# asm_pass_controller

### Signal wires on met2, asm_pass_controller

Bar = 20 um.
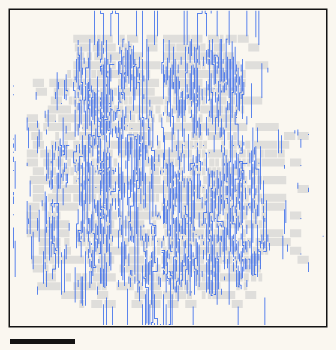

--- src/rtl/asm_pass_controller.sv ---
// Two-pass character sequencer for the assembler front end: BRAM fetch, valid/ready
// presentation, per-line classification with line/PC tracking. Option: ASM_CR_STRIP_EN.
module asm_pass_controller #(
  parameter int NUMBER_LINES = 256,
  parameter int MAX_CHARS    = 4096,
  parameter int BRAM_LATENCY = 2
) (
  input  logic                              clk_in,
  input  logic                              rst_in,
  input  logic                              start_in,
  input  logic [$clog2(MAX_CHARS):0]        text_len_in,
  output logic [$clog2(MAX_CHARS)-1:0]      addr_out,
  input  logic [7:0]                        data_in,
  output logic [7:0]                        char_out,
  output logic                              char_valid_out,
  input  logic                              char_ready_in,
  output logic                              new_line_out,
  output logic [$clog2(NUMBER_LINES)+1:0]   pc_out,
  output logic [$clog2(MAX_CHARS)-1:0]      line_out,
  output logic                              pass_out,
  output logic                              busy_out,
  output logic                              done_out,
  output logic                              overflow_out
);
  localparam int AW = $clog2(MAX_CHARS);
  localparam int PW = $clog2(NUMBER_LINES) + 2;
  localparam int CW = (BRAM_LATENCY > 1) ? $clog2(BRAM_LATENCY) : 1;
  localparam logic [PW-1:0] PC_LAST = PW'(NUMBER_LINES * 4 - 4);
  localparam logic [CW-1:0] WAIT_LAST = CW'(BRAM_LATENCY - 1);

  typedef enum logic [2:0] {IDLE, FETCH, WAIT, PRESENT, PASS_END, DONE} state_t;
  state_t state, state_nxt;

  logic [AW:0]    addr, len;
  logic [CW-1:0]  wcnt;
  logic [7:0]     ch;
  logic [PW-1:0]  pc;
  logic [AW-1:0]  line;
  logic           pass, ovf;
  logic           seen, alpha, colon, hash;
  logic           n_seen, n_alpha, n_colon, n_hash;
  logic           is_cr, is_nl, is_ws, is_alpha, skip, xfer, last, line_end, instr;

  always_comb begin
    is_cr    = (ch == 8'h0D);
    is_nl    = (ch == 8'h0A);
    is_ws    = (ch == 8'h20) || (ch == 8'h09) || is_cr;
    is_alpha = ((ch >= 8'h41) && (ch <= 8'h5A)) || ((ch >= 8'h61) && (ch <= 8'h7A));
`ifdef ASM_CR_STRIP_EN
    skip     = is_cr;
`else
    skip     = 1'b0;
`endif
    // A stripped CR completes its slot without a handshake.
    xfer     = (state == PRESENT) && (char_ready_in || skip);
    last     = ((addr + 1'b1) == len);
    n_seen   = seen | (!is_ws && !is_nl);
    n_alpha  = seen ? alpha : is_alpha;
    n_colon  = colon | ((ch == 8'h3A) && !hash);
    n_hash   = hash | (ch == 8'h23);
    line_end = xfer && (is_nl || last);
    instr    = skip ? (alpha && !colon) : (n_alpha && !n_colon);
  end

  always_comb begin
    state_nxt = state;
    case (state)
      IDLE:     if (start_in) state_nxt = (text_len_in == '0) ? PASS_END : FETCH;
      FETCH:    state_nxt = WAIT;
      WAIT:     if (wcnt == WAIT_LAST) state_nxt = PRESENT;
      PRESENT:  if (xfer) state_nxt = last ? PASS_END : FETCH;
      PASS_END: if (!pass) state_nxt = (len == '0) ? PASS_END : FETCH;
                else state_nxt = DONE;
      DONE:     state_nxt = IDLE;
      default:  state_nxt = IDLE;
    endcase
  end

  always_ff @(posedge clk_in) begin
    if (rst_in) begin
      state <= IDLE;
      addr  <= '0;
      len   <= '0;
      wcnt  <= '0;
      ch    <= '0;
      pc    <= '0;
      line  <= '0;
      pass  <= 1'b0;
      ovf   <= 1'b0;
      seen  <= 1'b0;
      alpha <= 1'b0;
      colon <= 1'b0;
      hash  <= 1'b0;
    end else begin
      state <= state_nxt;
      if (state == IDLE && start_in) begin
        len   <= text_len_in;
        addr  <= '0;
        pass  <= 1'b0;
        pc    <= '0;
        line  <= '0;
        ovf   <= 1'b0;
        seen  <= 1'b0;
        alpha <= 1'b0;
        colon <= 1'b0;
        hash  <= 1'b0;
      end
      if (state == FETCH) wcnt <= '0;
      if (state == WAIT) begin
        wcnt <= wcnt + 1'b1;
        if (wcnt == WAIT_LAST) ch <= data_in;
      end
      if (xfer) begin
        addr <= addr + 1'b1;
        if (!skip) begin
          seen  <= is_nl ? 1'b0 : n_seen;
          alpha <= is_nl ? 1'b0 : n_alpha;
          colon <= is_nl ? 1'b0 : n_colon;
          hash  <= is_nl ? 1'b0 : n_hash;
        end
        if (line_end && instr) begin
          pc <= (pc == PC_LAST) ? '0 : pc + PW'(4);
          if (pc == PC_LAST) ovf <= 1'b1;
        end
        if (is_nl) line <= line + 1'b1;
      end
      if (state == PASS_END && !pass) begin
        pass  <= 1'b1;
        pc    <= '0;
        line  <= '0;
        addr  <= '0;
        seen  <= 1'b0;
        alpha <= 1'b0;
        colon <= 1'b0;
        hash  <= 1'b0;
      end
    end
  end

  assign addr_out       = addr[AW-1:0];
  assign char_out       = ch;
  assign char_valid_out = (state == PRESENT) && !skip;
  assign new_line_out   = xfer && is_nl;
  assign pc_out         = pc;
  assign line_out       = line;
  assign pass_out       = pass;
  assign busy_out       = (state == FETCH) || (state == WAIT) || (state == PRESENT) || (state == PASS_END);
  assign done_out       = (state == DONE);
  assign overflow_out   = ovf;
endmodule
--- config.mk ---
export PLATFORM = sky130hd
export DESIGN_NAME = asm_pass_controller
export DESIGN_NICKNAME = d
export VERILOG_FILES = /design/src/rtl/asm_pass_controller.sv
export SDC_FILE = /design/constraint.sdc
export NUM_CORES = 1
export LEC_CHECK = 0
export ABC_AREA = 1
export CAP_MARGIN = 25
export CORE_MARGIN = 5
export CORE_UTILIZATION = 51
export DETAILED_ROUTE_END_ITERATION = 16
export PLACE_DENSITY = 0.87
export SLEW_MARGIN = 25
export SYNTH_ARGS = -nofsm -noshare
export SYNTH_HDL_FRONTEND = slang
export SYNTH_SLANG_ARGS = --single-unit
export TNS_END_PERCENT = 30
--- constraint.sdc ---
create_clock -name clk_in -period 6.1 [get_ports clk_in]
set_input_delay 1.22 -clock clk_in [delete_from_list [all_inputs] [get_ports clk_in]]
set_output_delay 1.22 -clock clk_in [all_outputs]
set_load 0.005 [all_outputs]
# inst_prefetch_buffer

`config.mk`:
```
export PLATFORM = sky130hd
export DESIGN_NAME = inst_prefetch_buffer
export DESIGN_NICKNAME = d
export VERILOG_FILES = /design/src/rtl/inst_prefetch_buffer.sv
export SDC_FILE = /design/constraint.sdc
export NUM_CORES = 1
export LEC_CHECK = 0
export CAP_MARGIN = 10
export CORE_MARGIN = 3
export CORE_UTILIZATION = 35
export CTS_CLUSTER_DIAMETER = 60
export CTS_CLUSTER_SIZE = 10
export DETAILED_ROUTE_END_ITERATION = 10
export RECOVER_POWER = 25
export SYNTH_ARGS = -nofsm -noshare
export SYNTH_HDL_FRONTEND = slang
export SYNTH_SLANG_ARGS = --single-unit
```
`constraint.sdc`:
```
create_clock -name clk -period 15.6 [get_ports clk]
set_clock_uncertainty 0.05 [all_clocks]
set_input_delay 3.12 -clock clk [delete_from_list [all_inputs] [get_ports clk]]
set_output_delay 3.12 -clock clk [all_outputs]
set_load 0.1 [all_outputs]
```
`src/rtl/inst_prefetch_buffer.sv`:
```
// Instruction prefetch buffer: fetches sequential words from imem into a small FIFO toward decode.
// Latency: ack in cycle N -> inst_valid in cycle N+1; a new request can issue the cycle after an ack.
// Backpressure: inst_ready=0 lets the FIFO fill; requests stop once FIFO entries plus the outstanding request reach DEPTH.
//
// Ports:
//   clk, n_reset               - single clock, synchronous active-low reset
//   imem_req/imem_addr         - single outstanding read request, held until imem_ack
//   imem_ack/imem_rdata        - response strobe and data
//   inst_valid/inst_ready      - decode handshake; inst/inst_pc give the FIFO head
//   redirect/redirect_pc       - flush the FIFO and restart fetching at redirect_pc
//   stall_cycles               - only with PREFETCH_STALL_COUNT_EN: saturating count of
//                                cycles where decode was ready but nothing was valid
// Optional feature macro: PREFETCH_STALL_COUNT_EN
module inst_prefetch_buffer #(
    parameter int          DEPTH    = 4,
    parameter logic [31:0] RESET_PC = 32'h0000_0000
) (
    input  logic        clk,
    input  logic        n_reset,
    output logic        imem_req,
    output logic [31:0] imem_addr,
    input  logic        imem_ack,
    input  logic [31:0] imem_rdata,
    output logic        inst_valid,
    input  logic        inst_ready,
    output logic [31:0] inst,
    output logic [31:0] inst_pc,
    input  logic        redirect,
    input  logic [31:0] redirect_pc
`ifdef PREFETCH_STALL_COUNT_EN
    ,
    output logic [15:0] stall_cycles
`endif
);

    localparam int PTR_W = $clog2(DEPTH);
    localparam int CNT_W = PTR_W + 1;
    localparam logic [CNT_W-1:0] DEPTH_C = CNT_W'(DEPTH);

    typedef enum logic {
        RUN     = 1'b0,
        DISCARD = 1'b1
    } state_t;

    typedef struct packed {
        logic [31:0] word;
        logic [31:0] pc;
    } entry_t;

    state_t             state_q, state_d;
    logic               pend_q, pend_d;
    logic [31:0]        req_addr_q, req_addr_d;
    logic [31:0]        fetch_pc_q, fetch_pc_d;
    logic [CNT_W-1:0]   count_q, count_d;
    logic [PTR_W-1:0]   wr_ptr_q, wr_ptr_d;
    logic [PTR_W-1:0]   rd_ptr_q, rd_ptr_d;
    entry_t             mem_q [DEPTH];

    logic               push;
    logic               pop;
    logic               pend_after;
    logic               issue;

    assign imem_req   = pend_q;
    assign imem_addr  = req_addr_q;
    assign inst_valid = (count_q != '0);
    assign inst       = mem_q[rd_ptr_q].word;
    assign inst_pc    = mem_q[rd_ptr_q].pc;

    always_comb begin
        state_d    = state_q;
        fetch_pc_d = fetch_pc_q;
        count_d    = count_q;
        wr_ptr_d   = wr_ptr_q;
        rd_ptr_d   = rd_ptr_q;

        pop  = inst_valid & inst_ready;
        // Acked data is only kept in RUN and when no redirect flushes it in the same cycle.
        push = (state_q == RUN) & pend_q & imem_ack & ~redirect;

        case (state_q)
            RUN:     if (redirect && pend_q && !imem_ack) state_d = DISCARD;
            DISCARD: if (imem_ack) state_d = RUN;
            default: state_d = RUN;
        endcase

        // Stray acks with no request outstanding never affect anything.
        pend_after = pend_q & ~imem_ack;

        if (redirect) begin
            fetch_pc_d = redirect_pc;
        end else if (push) begin
            fetch_pc_d = fetch_pc_q + 32'd1;
        end

        if (push) begin
            wr_ptr_d = wr_ptr_q + 1'b1;
        end

        if (redirect) begin
            // Flush: head catches up with tail; a concurrent pop is already handed over.
            count_d  = '0;
            rd_ptr_d = wr_ptr_q;
        end else begin
            if (pop) begin
                rd_ptr_d = rd_ptr_q + 1'b1;
            end
            case ({push, pop})
                2'b10:   count_d = count_q + 1'b1;
                2'b01:   count_d = count_q - 1'b1;
                default: count_d = count_q;
            endcase
        end

        // Room is judged on post-edge occupancy, so a pop or ack frees a slot for
        // a request in the very next cycle.
        issue      = (state_d == RUN) && !pend_after && (count_d < DEPTH_C);
        pend_d     = pend_after | issue;
        req_addr_d = issue ? fetch_pc_d : req_addr_q;
    end

    always_ff @(posedge clk) begin
        if (!n_reset) begin
            state_q    <= RUN;
            pend_q     <= 1'b0;
            req_addr_q <= RESET_PC;
            fetch_pc_q <= RESET_PC;
            count_q    <= '0;
            wr_ptr_q   <= '0;
            rd_ptr_q   <= '0;
            for (int i = 0; i < DEPTH; i++) begin
                mem_q[i] <= '0;
            end
        end else begin
            state_q    <= state_d;
            pend_q     <= pend_d;
            req_addr_q <= req_addr_d;
            fetch_pc_q <= fetch_pc_d;
            count_q    <= count_d;
            wr_ptr_q   <= wr_ptr_d;
            rd_ptr_q   <= rd_ptr_d;
            if (push) begin
                mem_q[wr_ptr_q] <= '{word: imem_rdata, pc: req_addr_q};
            end
        end
    end

`ifdef PREFETCH_STALL_COUNT_EN
    always_ff @(posedge clk) begin
        if (!n_reset) begin
            stall_cycles <= '0;
        end else if (inst_ready && !inst_valid && (stall_cycles != 16'hFFFF)) begin
            stall_cycles <= stall_cycles + 16'd1;
        end
    end
`endif

endmodule

```
# apb_req_arbiter

## src/rtl/apb_arb_pkg.sv

```systemverilog
// Shared types and default sizing for the APB request arbiter.
package apb_arb_pkg;

  typedef enum logic [1:0] {
    IDLE   = 2'd0,
    SETUP  = 2'd1,
    ACCESS = 2'd2
  } arb_state_e;

  localparam int DEF_NUM_REQ = 2;
  localparam int DEF_ADDR_W  = 32;
  localparam int DEF_DATA_W  = 32;
  localparam int DEF_TIMEOUT = 16;

endpackage

```

## src/rtl/rr_arbiter.sv

```systemverilog
// Combinational round-robin pick: searches upward from the requester after last_grant_i.
module rr_arbiter #(
  parameter int NUM_REQ = 2,
  parameter int IW      = $clog2(NUM_REQ)
) (
  input  logic [NUM_REQ-1:0] req_i,
  input  logic [IW-1:0]      last_grant_i,
  output logic [NUM_REQ-1:0] grant_o,
  output logic [IW-1:0]      idx_o,
  output logic               any_o
);

  int          cand;
  logic [IW-1:0] cand_idx;

  always_comb begin
    grant_o  = '0;
    idx_o    = '0;
    any_o    = 1'b0;
    cand     = 0;
    cand_idx = '0;
    for (int k = 1; k <= NUM_REQ; k++) begin
      cand     = (int'(last_grant_i) + k) % NUM_REQ;
      cand_idx = IW'(cand);
      if (!any_o && req_i[cand_idx]) begin
        any_o             = 1'b1;
        grant_o[cand_idx] = 1'b1;
        idx_o             = cand_idx;
      end
    end
  end

endmodule

```

## src/rtl/apb_req_arbiter.sv

```systemverilog
// Shares one APB master port between NUM_REQ requesters with round-robin grant and ACCESS timeout.
// Handshake: req_valid is held until req_ack pulses; req_done/req_err/req_rdata are a one-cycle completion.
module apb_req_arbiter
  import apb_arb_pkg::*;
#(
  parameter int NUM_REQ = DEF_NUM_REQ,
  parameter int ADDR_W  = DEF_ADDR_W,
  parameter int DATA_W  = DEF_DATA_W,
  parameter int TIMEOUT = DEF_TIMEOUT
) (
  input  logic                      pclk,
  input  logic                      prst,
  input  logic [NUM_REQ-1:0]        req_valid,
  input  logic [NUM_REQ*ADDR_W-1:0] req_addr,
  input  logic [NUM_REQ-1:0]        req_write,
  input  logic [NUM_REQ*DATA_W-1:0] req_wdata,
  output logic [NUM_REQ-1:0]        req_ack,
  output logic [NUM_REQ-1:0]        req_done,
  output logic                      req_err,
  output logic [DATA_W-1:0]         req_rdata,
  output logic                      psel,
  output logic                      penable,
  output logic                      pwrite,
  output logic [ADDR_W-1:0]         paddr,
  output logic [DATA_W-1:0]         pwdata,
  input  logic                      pready,
  input  logic [DATA_W-1:0]         prdata,
  output arb_state_e                dbg_state
);

  localparam int IW = $clog2(NUM_REQ);

  arb_state_e          state_q, state_d;
  logic [ADDR_W-1:0]   addr_q, addr_d;
  logic                write_q, write_d;
  logic [DATA_W-1:0]   wdata_q, wdata_d;
  logic [IW-1:0]       gidx_q, gidx_d;
  logic [IW-1:0]       last_q, last_d;
  logic [7:0]          wait_q, wait_d;
  logic [NUM_REQ-1:0]  ack_q, ack_d;
  logic [NUM_REQ-1:0]  done_q, done_d;
  logic                err_q, err_d;
  logic [DATA_W-1:0]   rdata_q, rdata_d;

  logic [NUM_REQ-1:0]  grant;
  logic [IW-1:0]       grant_idx;
  logic                grant_any;
  logic                timeout_hit;
  logic [ADDR_W-1:0]   sel_addr;
  logic [DATA_W-1:0]   sel_wdata;
  logic                sel_write;

  rr_arbiter #(.NUM_REQ(NUM_REQ), .IW(IW)) u_rr (
    .req_i        (req_valid),
    .last_grant_i (last_q),
    .grant_o      (grant),
    .idx_o        (grant_idx),
    .any_o        (grant_any)
  );

  // Abort on the cycle that would have been the TIMEOUT-th wait; pready wins a tie.
  assign timeout_hit = (state_q == ACCESS) && !pready && (wait_q == 8'(TIMEOUT - 1));

  always_ff @(posedge pclk) begin
    if (prst) begin
      state_q <= IDLE;
      addr_q  <= '0;
      write_q <= 1'b0;
      wdata_q <= '0;
      gidx_q  <= '0;
      last_q  <= IW'(NUM_REQ - 1);
      wait_q  <= '0;
      ack_q   <= '0;
      done_q  <= '0;
      err_q   <= 1'b0;
      rdata_q <= '0;
    end else begin
      state_q <= state_d;
      addr_q  <= addr_d;
      write_q <= write_d;
      wdata_q <= wdata_d;
      gidx_q  <= gidx_d;
      last_q  <= last_d;
      wait_q  <= wait_d;
      ack_q   <= ack_d;
      done_q  <= done_d;
      err_q   <= err_d;
      rdata_q <= rdata_d;
    end
  end

  always_comb begin
    state_d = state_q;
    case (state_q)
      IDLE:    if (grant_any) state_d = SETUP;
      SETUP:   state_d = ACCESS;
      ACCESS:  if (pready || timeout_hit) state_d = IDLE;
      default: state_d = IDLE;
    endcase
  end

  always_comb begin
    sel_addr  = '0;
    sel_wdata = '0;
    sel_write = 1'b0;
    for (int i = 0; i < NUM_REQ; i++) begin
      if (grant[i]) begin
        sel_addr  = req_addr[i*ADDR_W +: ADDR_W];
        sel_wdata = req_wdata[i*DATA_W +: DATA_W];
        sel_write = req_write[i];
      end
    end
  end

  always_comb begin
    addr_d  = addr_q;
    write_d = write_q;
    wdata_d = wdata_q;
    gidx_d  = gidx_q;
    last_d  = last_q;
    wait_d  = wait_q;
    ack_d   = '0;
    done_d  = '0;
    err_d   = 1'b0;
    rdata_d = rdata_q;
    if (state_q == IDLE && grant_any) begin
      addr_d  = sel_addr;
      write_d = sel_write;
      wdata_d = sel_wdata;
      gidx_d  = grant_idx;
      last_d  = grant_idx;
      wait_d  = '0;
      ack_d   = grant;
    end else if (state_q == ACCESS) begin
      if (pready) begin
        done_d[gidx_q] = 1'b1;
        wait_d         = '0;
        if (!write_q) rdata_d = prdata;
      end else if (timeout_hit) begin
        done_d[gidx_q] = 1'b1;
        err_d          = 1'b1;
        rdata_d        = '0;
        wait_d         = '0;
      end else begin
        wait_d = wait_q + 8'd1;
      end
    end
  end

  always_comb begin
    psel      = (state_q != IDLE);
    penable   = (state_q == ACCESS);
    paddr     = psel ? addr_q  : '0;
    pwrite    = psel ? write_q : 1'b0;
    pwdata    = psel ? wdata_q : '0;
    req_ack   = ack_q;
    req_done  = done_q;
    req_err   = err_q;
    req_rdata = rdata_q;
    dbg_state = state_q;
  end

endmodule

```

## config.mk

```make
export PLATFORM = sky130hd
export DESIGN_NAME = apb_req_arbiter
export DESIGN_NICKNAME = d
export VERILOG_FILES = /design/src/rtl/apb_arb_pkg.sv /design/src/rtl/rr_arbiter.sv /design/src/rtl/apb_req_arbiter.sv
export SDC_FILE = /design/constraint.sdc
export NUM_CORES = 1
export LEC_CHECK = 0
export ABC_AREA = 1
export ABC_CLOCK_PERIOD_IN_PS = 1600
export CORE_MARGIN = 3
export CORE_UTILIZATION = 39
export DETAILED_ROUTE_END_ITERATION = 6
export GPL_TIMING_DRIVEN = 0
export PLACE_DENSITY = 0.78
export SKIP_CTS_REPAIR_TIMING = 1
export SYNTH_ARGS = -nofsm -noshare
export SYNTH_HDL_FRONTEND = slang
export SYNTH_SLANG_ARGS = --single-unit
export TNS_END_PERCENT = 30
```

## constraint.sdc

```tcl
create_clock -name pclk -period 1.6 [get_ports pclk]
set_input_delay 0.16 -clock pclk [delete_from_list [all_inputs] [get_ports pclk]]
set_output_delay 0.16 -clock pclk [all_outputs]
set_load 0.02 [all_outputs]
```

# alu_share_ctrl

--- config.mk ---
export PLATFORM = sky130hd
export DESIGN_NAME = alu_share_ctrl
export DESIGN_NICKNAME = d
export VERILOG_FILES = /design/src/rtl/alu_pkg.sv /design/src/rtl/alu.sv /design/src/rtl/alu_share_ctrl.sv
export SDC_FILE = /design/constraint.sdc
export NUM_CORES = 1
export LEC_CHECK = 0
export ABC_AREA = 1
export CAP_MARGIN = 20
export CORE_ASPECT_RATIO = 1.25
export CORE_MARGIN = 3
export CORE_UTILIZATION = 40
export CTS_CLUSTER_DIAMETER = 100
export DETAILED_ROUTE_END_ITERATION = 10
export PLACE_DENSITY_LB_ADDON = 0.25
export SLEW_MARGIN = 20
export SYNTH_ARGS = -nofsm -noshare
export SYNTH_HDL_FRONTEND = slang
export SYNTH_HIERARCHICAL = 1
export SYNTH_SLANG_ARGS = --single-unit
--- constraint.sdc ---
create_clock -name clk -period 4.65 [get_ports clk]
set_input_delay 0.6975 -clock clk [delete_from_list [all_inputs] [get_ports clk]]
set_output_delay 0.6975 -clock clk [all_outputs]
set_load 0.05 [all_outputs]
--- src/rtl/alu_pkg.sv ---
// Shared types for the ALU and its two-port sharing controller.
package alu_pkg;

   localparam int ALU_OPC_W = 5;

   // ALU opcodes; values not listed here fall through to the add path.
   typedef enum logic [ALU_OPC_W-1:0] {
      ALU_ADD = 5'h00,
      ALU_SUB = 5'h02,
      ALU_AND = 5'h05,
      ALU_OR  = 5'h06,
      ALU_XOR = 5'h07,
      ALU_SLL = 5'h08,
      ALU_SRL = 5'h09,
      ALU_SRA = 5'h0A
   } alu_op_e;

   // Controller sequencing: accept, compute, hand back the result.
   typedef enum logic [1:0] {
      IDLE,
      EXEC,
      RESP
   } state_e;

   // Status flags, packed so the vector form reads {z,v,n}.
   typedef struct packed {
      logic z;
      logic v;
      logic n;
   } flags_t;

endpackage

--- src/rtl/alu.sv ---
// Combinational ALU. z reflects every result; v and n describe signed
// arithmetic and are only raised for ADD/SUB, so logic and shift ops
// report v=0, n=0 regardless of the result's top bit.
module alu
   import alu_pkg::*;
#(
   parameter int WIDTH = 32,
   parameter int OPC_W = 5
) (
   input  logic [OPC_W-1:0] opcode,
   input  logic [WIDTH-1:0] a,
   input  logic [WIDTH-1:0] b,
   output logic [WIDTH-1:0] result,
   output logic [2:0]       flags
);

   localparam int SH_W = $clog2(WIDTH);
   localparam int MSB  = WIDTH - 1;

   logic [ALU_OPC_W-1:0] op;
   logic [SH_W-1:0]      shamt;
   logic                 arith;
   logic                 sub;
   logic                 ovf;
   flags_t               flags_s;

   assign op    = ALU_OPC_W'(opcode);
   assign shamt = b[SH_W-1:0];

   // Operation select; anything unrecognised takes the add path.
   always_comb begin
      // NOTE: every output of this block gets a default before the case so no path can leave it unassigned and infer a latch.
      result = a + b;
      arith  = 1'b1;
      sub    = 1'b0;
      case (op)
         ALU_ADD: ;
         ALU_SUB: begin result = a - b;                          sub   = 1'b1; end
         ALU_AND: begin result = a & b;                          arith = 1'b0; end
         ALU_OR:  begin result = a | b;                          arith = 1'b0; end
         ALU_XOR: begin result = a ^ b;                          arith = 1'b0; end
         ALU_SLL: begin result = a << shamt;                     arith = 1'b0; end
         ALU_SRL: begin result = a >> shamt;                     arith = 1'b0; end
         ALU_SRA: begin result = $unsigned($signed(a) >>> shamt); arith = 1'b0; end
         default: ;
      endcase
   end

   // Signed overflow: operands agree (add) or differ (sub) in sign and the result sign flips.
   assign ovf = arith & ((sub ? (a[MSB] != b[MSB]) : (a[MSB] == b[MSB])) & (result[MSB] != a[MSB]));

   assign flags_s.z = (result == '0);
   assign flags_s.v = ovf;
   assign flags_s.n = arith & result[MSB];
   assign flags     = flags_s;

endmodule

--- src/rtl/alu_share_ctrl.sv ---
// Shares one ALU between two valid/ready requesters with round-robin
// arbitration. Operands are registered before the ALU and result/flags
// after it; only one operation is in flight at a time.
module alu_share_ctrl
   import alu_pkg::*;
#(
   parameter int WIDTH       = 32,
   parameter int OPC_W       = 5,
   parameter int EXEC_CYCLES = 1
) (
   input  logic             clk,
   input  logic             rst_n,
   input  logic             req0_valid,
   output logic             req0_ready,
   input  logic [OPC_W-1:0] req0_opcode,
   input  logic [WIDTH-1:0] req0_a,
   input  logic [WIDTH-1:0] req0_b,
   output logic             rsp0_valid,
   input  logic             rsp0_ready,
   output logic [WIDTH-1:0] rsp0_result,
   output logic [2:0]       rsp0_flags,
   input  logic             req1_valid,
   output logic             req1_ready,
   input  logic [OPC_W-1:0] req1_opcode,
   input  logic [WIDTH-1:0] req1_a,
   input  logic [WIDTH-1:0] req1_b,
   output logic             rsp1_valid,
   input  logic             rsp1_ready,
   output logic [WIDTH-1:0] rsp1_result,
   output logic [2:0]       rsp1_flags,
   output logic             busy
);

   localparam int              CNT_W    = (EXEC_CYCLES > 1) ? $clog2(EXEC_CYCLES) : 1;
   localparam logic [CNT_W-1:0] CNT_LOAD = CNT_W'(EXEC_CYCLES - 1);

   state_e           state;
   state_e           state_nxt;
   logic [CNT_W-1:0] cnt;
   logic             last_grant;   // 1 = port 1 served last, so port 0 wins the next tie
   logic             id;           // port that owns the in-flight op
   logic             grant0;
   logic             grant1;
   logic             accept;
   logic             capture;
   logic             rsp_done;
   logic [OPC_W-1:0] op_q;
   logic [WIDTH-1:0] a_q;
   logic [WIDTH-1:0] b_q;
   logic [WIDTH-1:0] res_q;
   flags_t           flags_q;
   logic [WIDTH-1:0] alu_res;
   logic [2:0]       alu_flags;

   // Round-robin grant: a lone requester wins, a tie goes to the port not served last.
   always_comb begin
      grant0 = req0_valid;
      grant1 = req1_valid;
      if (req0_valid && req1_valid) begin
         grant0 = last_grant;
         grant1 = ~last_grant;
      end
   end

   assign req0_ready = (state == IDLE) & grant0;
   assign req1_ready = (state == IDLE) & grant1;
   assign accept     = req0_ready | req1_ready;
   assign capture    = (state == EXEC) && (cnt == '0);
   assign rsp_done   = (state == RESP) && (id ? rsp1_ready : rsp0_ready);

   // State register.
   always_ff @(posedge clk or negedge rst_n) begin
      // NOTE: state elements use non-blocking assignments so every flop samples pre-edge values, independent of block ordering.
      if (!rst_n) state <= IDLE;
      else        state <= state_nxt;
   end

   // Next-state decode.
   always_comb begin
      state_nxt = state;
      case (state)
         IDLE:    if (accept)      state_nxt = EXEC;
         EXEC:    if (cnt == '0)   state_nxt = RESP;
         RESP:    if (rsp_done)    state_nxt = IDLE;
         default:                  state_nxt = IDLE;
      endcase
   end

   // Operand latch and EXEC countdown; the ALU only ever sees these registers.
   always_ff @(posedge clk or negedge rst_n) begin
      if (!rst_n) begin
         op_q <= '0;
         a_q  <= '0;
         b_q  <= '0;
         id   <= 1'b0;
         cnt  <= '0;
      end else if (accept) begin
         op_q <= req1_ready ? req1_opcode : req0_opcode;
         a_q  <= req1_ready ? req1_a      : req0_a;
         b_q  <= req1_ready ? req1_b      : req0_b;
         id   <= req1_ready;
         cnt  <= CNT_LOAD;
      end else if ((state == EXEC) && (cnt != '0)) begin
         cnt  <= cnt - 1'b1;
      end
   end

   // Result/flag capture at the end of EXEC; held stable through RESP.
   always_ff @(posedge clk or negedge rst_n) begin
      if (!rst_n) begin
         res_q   <= '0;
         flags_q <= '0;
      end else if (capture) begin
         res_q   <= alu_res;
         flags_q <= alu_flags;
      end
   end

   // Fairness history, updated when a response is consumed.
   always_ff @(posedge clk or negedge rst_n) begin
      if (!rst_n)        last_grant <= 1'b1;
      else if (rsp_done) last_grant <= id;
   end

   alu #(
      .WIDTH (WIDTH),
      .OPC_W (OPC_W)
   ) u_alu (
      .opcode (op_q),
      .a      (a_q),
      .b      (b_q),
      .result (alu_res),
      .flags  (alu_flags)
   );

   assign rsp0_valid  = (state == RESP) & ~id;
   assign rsp1_valid  = (state == RESP) &  id;
   assign rsp0_result = res_q;
   assign rsp1_result = res_q;
   assign rsp0_flags  = flags_q;
   assign rsp1_flags  = flags_q;
   assign busy        = (state != IDLE);

   // A requester must keep valid high until it is accepted.
   a_req0_hold: assert property (@(posedge clk) disable iff (!rst_n)
      (req0_valid && !req0_ready) |=> req0_valid);
   a_req1_hold: assert property (@(posedge clk) disable iff (!rst_n)
      (req1_valid && !req1_ready) |=> req1_valid);

endmodule

### Metal 4, apb_req_arbiter

Bar = 20 um.
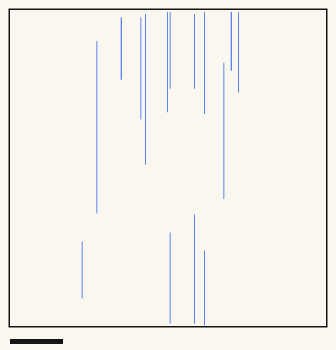
share of all routed wire: 3.0%
main direction: vertical

==> out/qor.yml, apb_req_arbiter <==
crit_path_end: "pwdata[3]"
postRouteAntennaNets: 0
path_class: "flop to output port"
rsz0062_at_grt: "true"
top_cells_by_area: "dfxtp_1 46%, nand2_1 16%, nand3_1 11%"
setup_viol: 101
status: "finished, violations left"
violations: "negative setup slack"
insertion_delay_ns: 0.42
wl_per_cell_um: 14.63
r2r_cells: 9
num_antenna_cells: 0
place_area_mm2: 0.007885
seq_share_pct: 26.48
clkCellAreaFrac_pct: 7.428
use_met1_pct: 27.35
final.setup.worst_slack_ns: -0.04963
wl_met2_mm: 8.759
taps: 168
ys_top_cells_by_count: "215 x nand2_1, 114 x dfxtp_1, 106 x nand3_1, 79 x nor2_1, 77 x inv_1"
==> apb_req_arbiter: critical path, cell delays in order, from the launching register on <==
cell	delay [ns]
dfxtp_4	0.37
nor2_4	0.18
buf_8	0.18
buf_8	0.14
nor2_1	0.05
buf_4	0.15
==> apb_req_arbiter: how the worst min path moves through the flow <==
| stage | endpoint | slack [ns] | cells after the start |
|---|---|---|---|
| after floorplan | addr_q[0] | 0.27 | 2 |
| after global placement | req_done[0] | 0.40 | 1 |
| after detailed placement | req_done[0] | 0.41 | 1 |
| after CTS | req_rdata[28] | 0.10 | 3 |
| after global routing | req_rdata[28] | 0.13 | 3 |
| final | req_rdata[28] | 0.13 | 3 |
==> apb_req_arbiter: flip-flops by register name, indices dropped and copies added (netlist names) <==
signal	cells
addr_q	32
req_rdata	32
wdata_q	32
wait_q	8
dbg_state	2
req_ack	2
req_done	2
gidx_q	1
last_q	1
req_err	1
write_q	1
==> apb_req_arbiter: cell families after synthesis <==
logic type / synth area share (%)
buffers and inverters: 10.19
AOI/OAI and AO/OA: 5.511
and+or+nand+nor: 38.15
adders and majority gates: 0.2516
DFF: 45.90
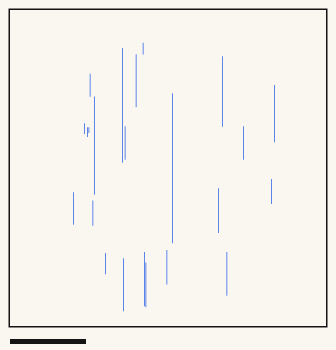
*Metal 4, inst_prefetch_buffer*
Bar = 50 um.
main direction: vertical
share of all routed wire: 1.9%
nets with wire on the layer: 14
wire length on this layer: 686 um
via count: 9199
drt total wl: 36.98 mm

==> out/qor.yml, inst_prefetch_buffer <==
slew_viol_final: 187
violations: "max-capacitance violations, max-slew violations"
coreArea_mm2: 0.04010
yosys_area_mm2: 0.01435
crit_chain: "buf_2 -> clkbuf_1 -> inv_1 -> nand2_1 -> nor4_1 -> clkbuf_1 -> nand2b_4 -> buf_4"
flop_cell: "edfxtp_1"
syn_nets: 1190
post-route-period-util_pct: 60.25
grt_pass1_wl_mm: 56.59
cts_hold_buffers: 0
ys.flops: 331
max_cap_violations: 3
use_met1_pct: 23.86
hold_path_class: "flop to flop"
top_cells_by_area: "edfxtp_1 54%, dfxtp_1 10%, mux4_2 10%"
viasPerCell: 5.066
synth_cells: 1118
status: "finished, violations left"
numCtsBuffers: 41
clock-root-buffer: "clkbuf_16"
netlist_area_mm2: 0.01435
grtUsageMet3_pct: 2.925
grt_busiest_layer: "met2"
max_freq_mhz: 106.4
-- inst_prefetch_buffer: critical path: cells and delay by family --
kind	cells	cell delay, ns
buffers and inverters	5	5.21
and+or+nand+nor	3	1.03
-- inst_prefetch_buffer: sequential cells by signal, indices dropped and copies added, names as in the netlist, named ones only --
signal	cells
mem_q	256
fetch_pc_q	32
imem_addr	32
count_q	3
rd_ptr_q	2
wr_ptr_q	2
imem_req	1
state_q	1
-- inst_prefetch_buffer: per-stage QoR --
stage	worst slack (ns)	hold slack [ns]	utilization, %
5_1_grt	5.580	0.4841	44.25
3_5_place_dp	8.336	0.4554	41.31
4_1_cts	8.578	0.4673	44.36
3_3_place_gp	8.528	0.4504	41.31
2_1_floorplan	6.837	0.4656	-
6_report	6.201	0.4775	44.25
-- inst_prefetch_buffer: layer usage --
metal | part of all wire [%] | wire [um]
met2 | 48 | 17580
met1 | 45 | 16480
met4 | 1.9 | 686
met3 | 6.0 | 2229
met5 | 0 | 0
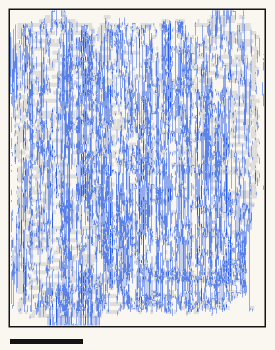
*Signal wires on met2, alu_share_ctrl*
Bar = 50 um.
main direction: vertical
nets with wire on the layer: 2064
wire length on this layer: 28.8 mm
longest straight run: 101 um
drt total wl: 65.29 mm
met2 GRT Util: 53.22%
via count: 17091

==> out/qor.yml, alu_share_ctrl <==
post_cts_buffers: 0
status: "complete, no violations"
mi_logic_area_mm2: 0.009550
clkCellAreaFrac_pct: 1.696
setup_viol: 0
cp-start-kind: "flop"
grtUsageMet3_pct: 6.653
hold_viol: 0
tool_warnings: 60
yosys_warnings: 6
clock-root-buffer: "clkbuf_16"
insertion_delay_ns: 0.39
largest_area_cell: "nand2_1"
flop_cell: "dfrtp_1"
rows: 76
grt_pass1_wl_mm: 98.08
grt.overflow.total: 0
ys_top_cells_by_count: "751 x nand2_1, 466 x nand3_1, 242 x inv_1, 155 x nand4_1, 155 x nor2_1"
clock-skew-final_ns: 0.01401
regArea_mm2: 0.002729
r2r-end: "rsp0_flags[2]"
topRoutingLayerUsed: "met4"
die_w_um: 173.6
n_clock_buffer: 9
slowest_stage: "dfrtp_1"
-- alu_share_ctrl: how the worst min path moves through the flow --
stage | to | cells after the start
finish | rsp0_result[5] | 1
global route | rsp0_result[5] | 1
CTS | rsp0_result[5] | 1
detailed placement | rsp0_result[4] | 2
global placement | rsp0_result[22] | 2
floorplan | a_q[0] | 0
-- alu_share_ctrl: cell usage in the layout (no fill, tap or decap), types with 14 or more instances in the layout --
master,n
nand2_1,749
nand3_1,466
inv_1,242
clkdlybuf4s50_1,215
nand4_1,155
nor2_1,144
dfrtp_1,108
ha_1,95
a21oi_1,52
buf_4,43
xor2_1,35
o21ai_0,31
nor3_1,20
inv_2,14
-- alu_share_ctrl: logic make-up after synthesis --
logic type	synth area share (%)
buf+inv	13.00
fa+ha+maj	8.780
flops	19.42
xor+xnor	2.369
simple gates	50.24
compound gates	6.189
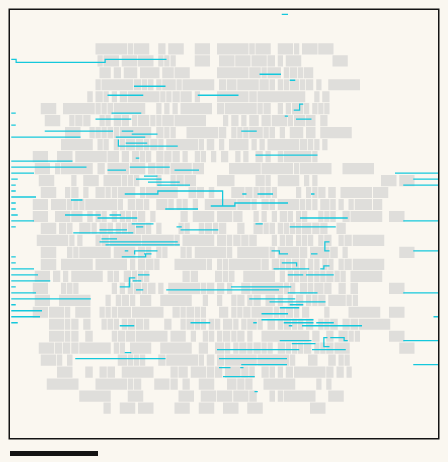
*Signal wires on met3, asm_pass_controller*
Bar = 20 um.
main direction: horizontal
wire length on this layer: 829 um

Notes on 'Signal wires on met2' of asm_pass_controller above:
nets with wire on the layer: 574
main direction: vertical
drt total wl: 10.70 mm
met2 GRT Util: 37.26%
via count: 4230

==> out/qor.yml, asm_pass_controller <==
status: "complete, no violations"
ys_top_cells_by_count: "153 x nand2_1, 86 x inv_1, 69 x nor2_1, 66 x dfxtp_1, 61 x a21oi_1"
comb_area_share_pct: 43.19
insertion_delay_ns: 0.35
largest_area_cell: "dfxtp_1"
synth_cells: 615
utilization_pct: 65.56
clock-skew-final_ns: 0.007065
num-nonclk-buffers: 73
taps: 99
dp_slack_ns: 1.564
htree_levels: 3
max_freq_mhz: 220.0
path_class: "input port to output port"
crit_buf_inv: 4
r2r_cells: 11
wl_per_cell_um: 13.77
die_area_mm2: 0.009452
cts_resized: 0
synth_cell_types: 34
max_cap_violations: 0
largest_class: "multi-input combinational cells"
tool_warnings: 26
layout_top_cell: "nand2_1"
rows: 31
slew-limit-headroom_pct: 51.60
[asm_pass_controller: logic make-up (layout without fill, tap and decap cells)]
family | after synthesis | after routing
XOR/XNOR | 6 | 6
AND-OR/OR-AND | 104 | 104
AND/OR/NAND/NOR | 320 | 320
adder cells (fa/ha/maj) | 3 | 3
flip-flops | 66 | 66
buffers and inverters | 116 | 179
[asm_pass_controller: per-layer routing]
| metal | vias to the layer above | share of wire [%] | GRT usage [%] |
|---|---|---|---|
| met5 | - | 0 | 0 |
| met4 | 0 | 2.4 | 9.478 |
| met3 | 28 | 7.7 | 4.307 |
| met2 | 211 | 48 | 37.26 |
| met1 | 1892 | 42 | 27.28 |
| li1 | 2099 | - | - |
[asm_pass_controller: state kept, by name (all words and copies together) (netlist names)]
name	cells
hash	1
pass_out	1
len	13
pc_out	10
state	3
alpha	1
addr	13
colon	1
char_out	8
seen	1
wcnt	1
overflow_out	1
line_out	12


==> layout pictures side by side <==
Signal wires on met1.
shot_01.png
Bar = 20 um.
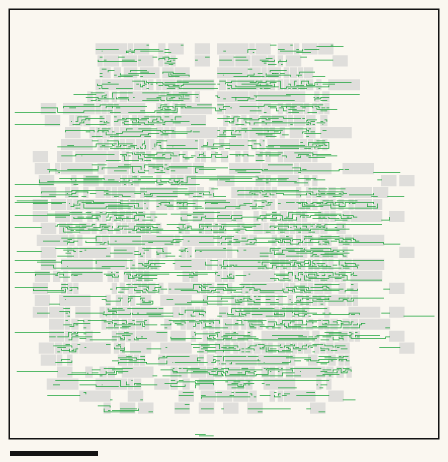
shot_02.png
Bar = 50 um.
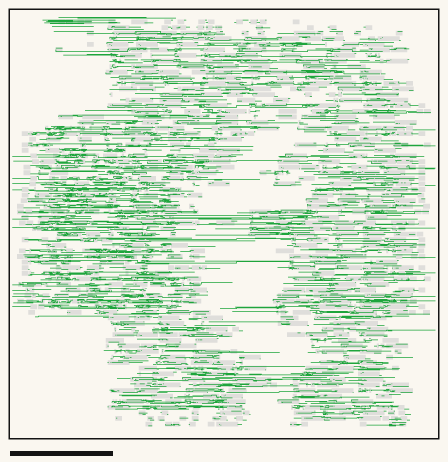
shot_03.png
Bar = 50 um.
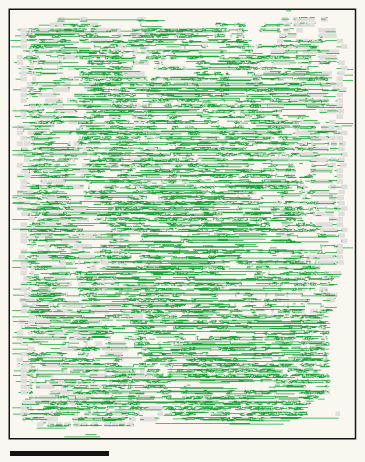
shot_04.png
Bar = 20 um.
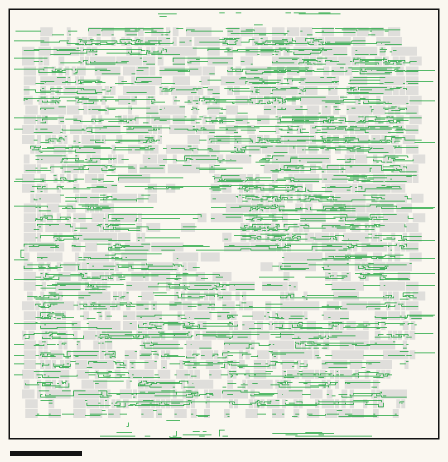
Of these, smallest die: shot_01.png
Of these, largest die: shot_02.png
shot_01.png: asm_pass_controller
shot_03.png: alu_share_ctrl
shot_02.png: inst_prefetch_buffer
shot_04.png: apb_req_arbiter

Key to shot_03.png:
nets with wire on the layer: 2510
longest straight run: 72.2 um
wire length on this layer: 27.1 mm


## Gallery

Routing congestion.
panel A
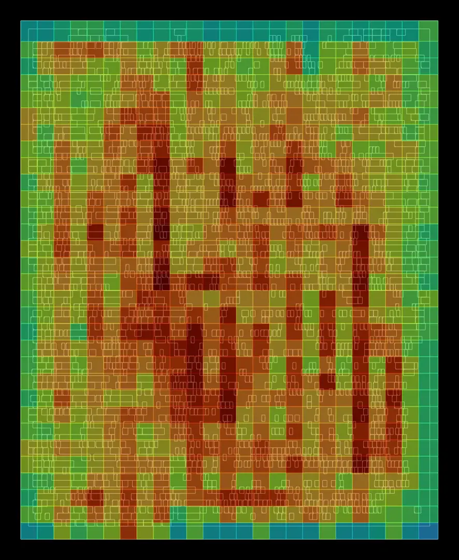
panel B
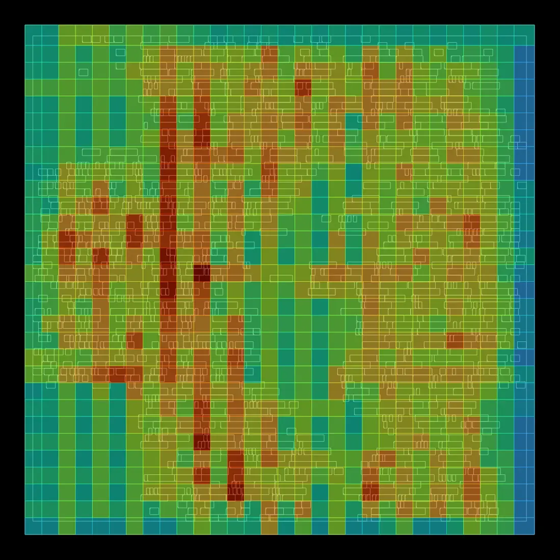
panel C
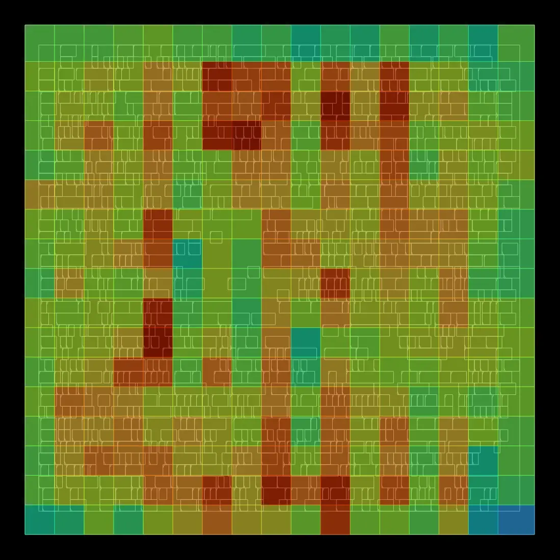
panel D
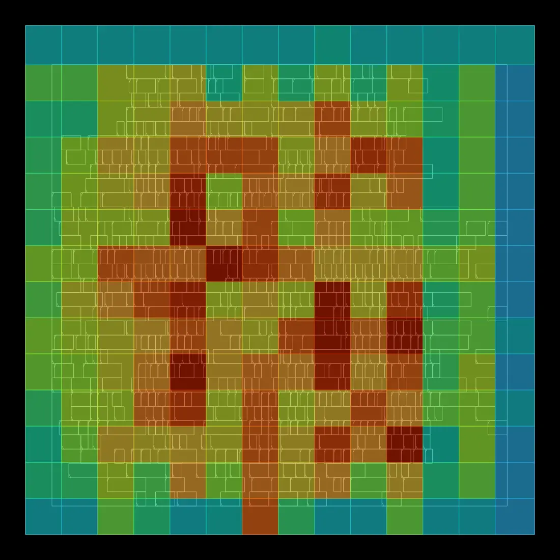
- panel B = inst_prefetch_buffer
- panel A = alu_share_ctrl
- panel C = apb_req_arbiter
- panel D = asm_pass_controller

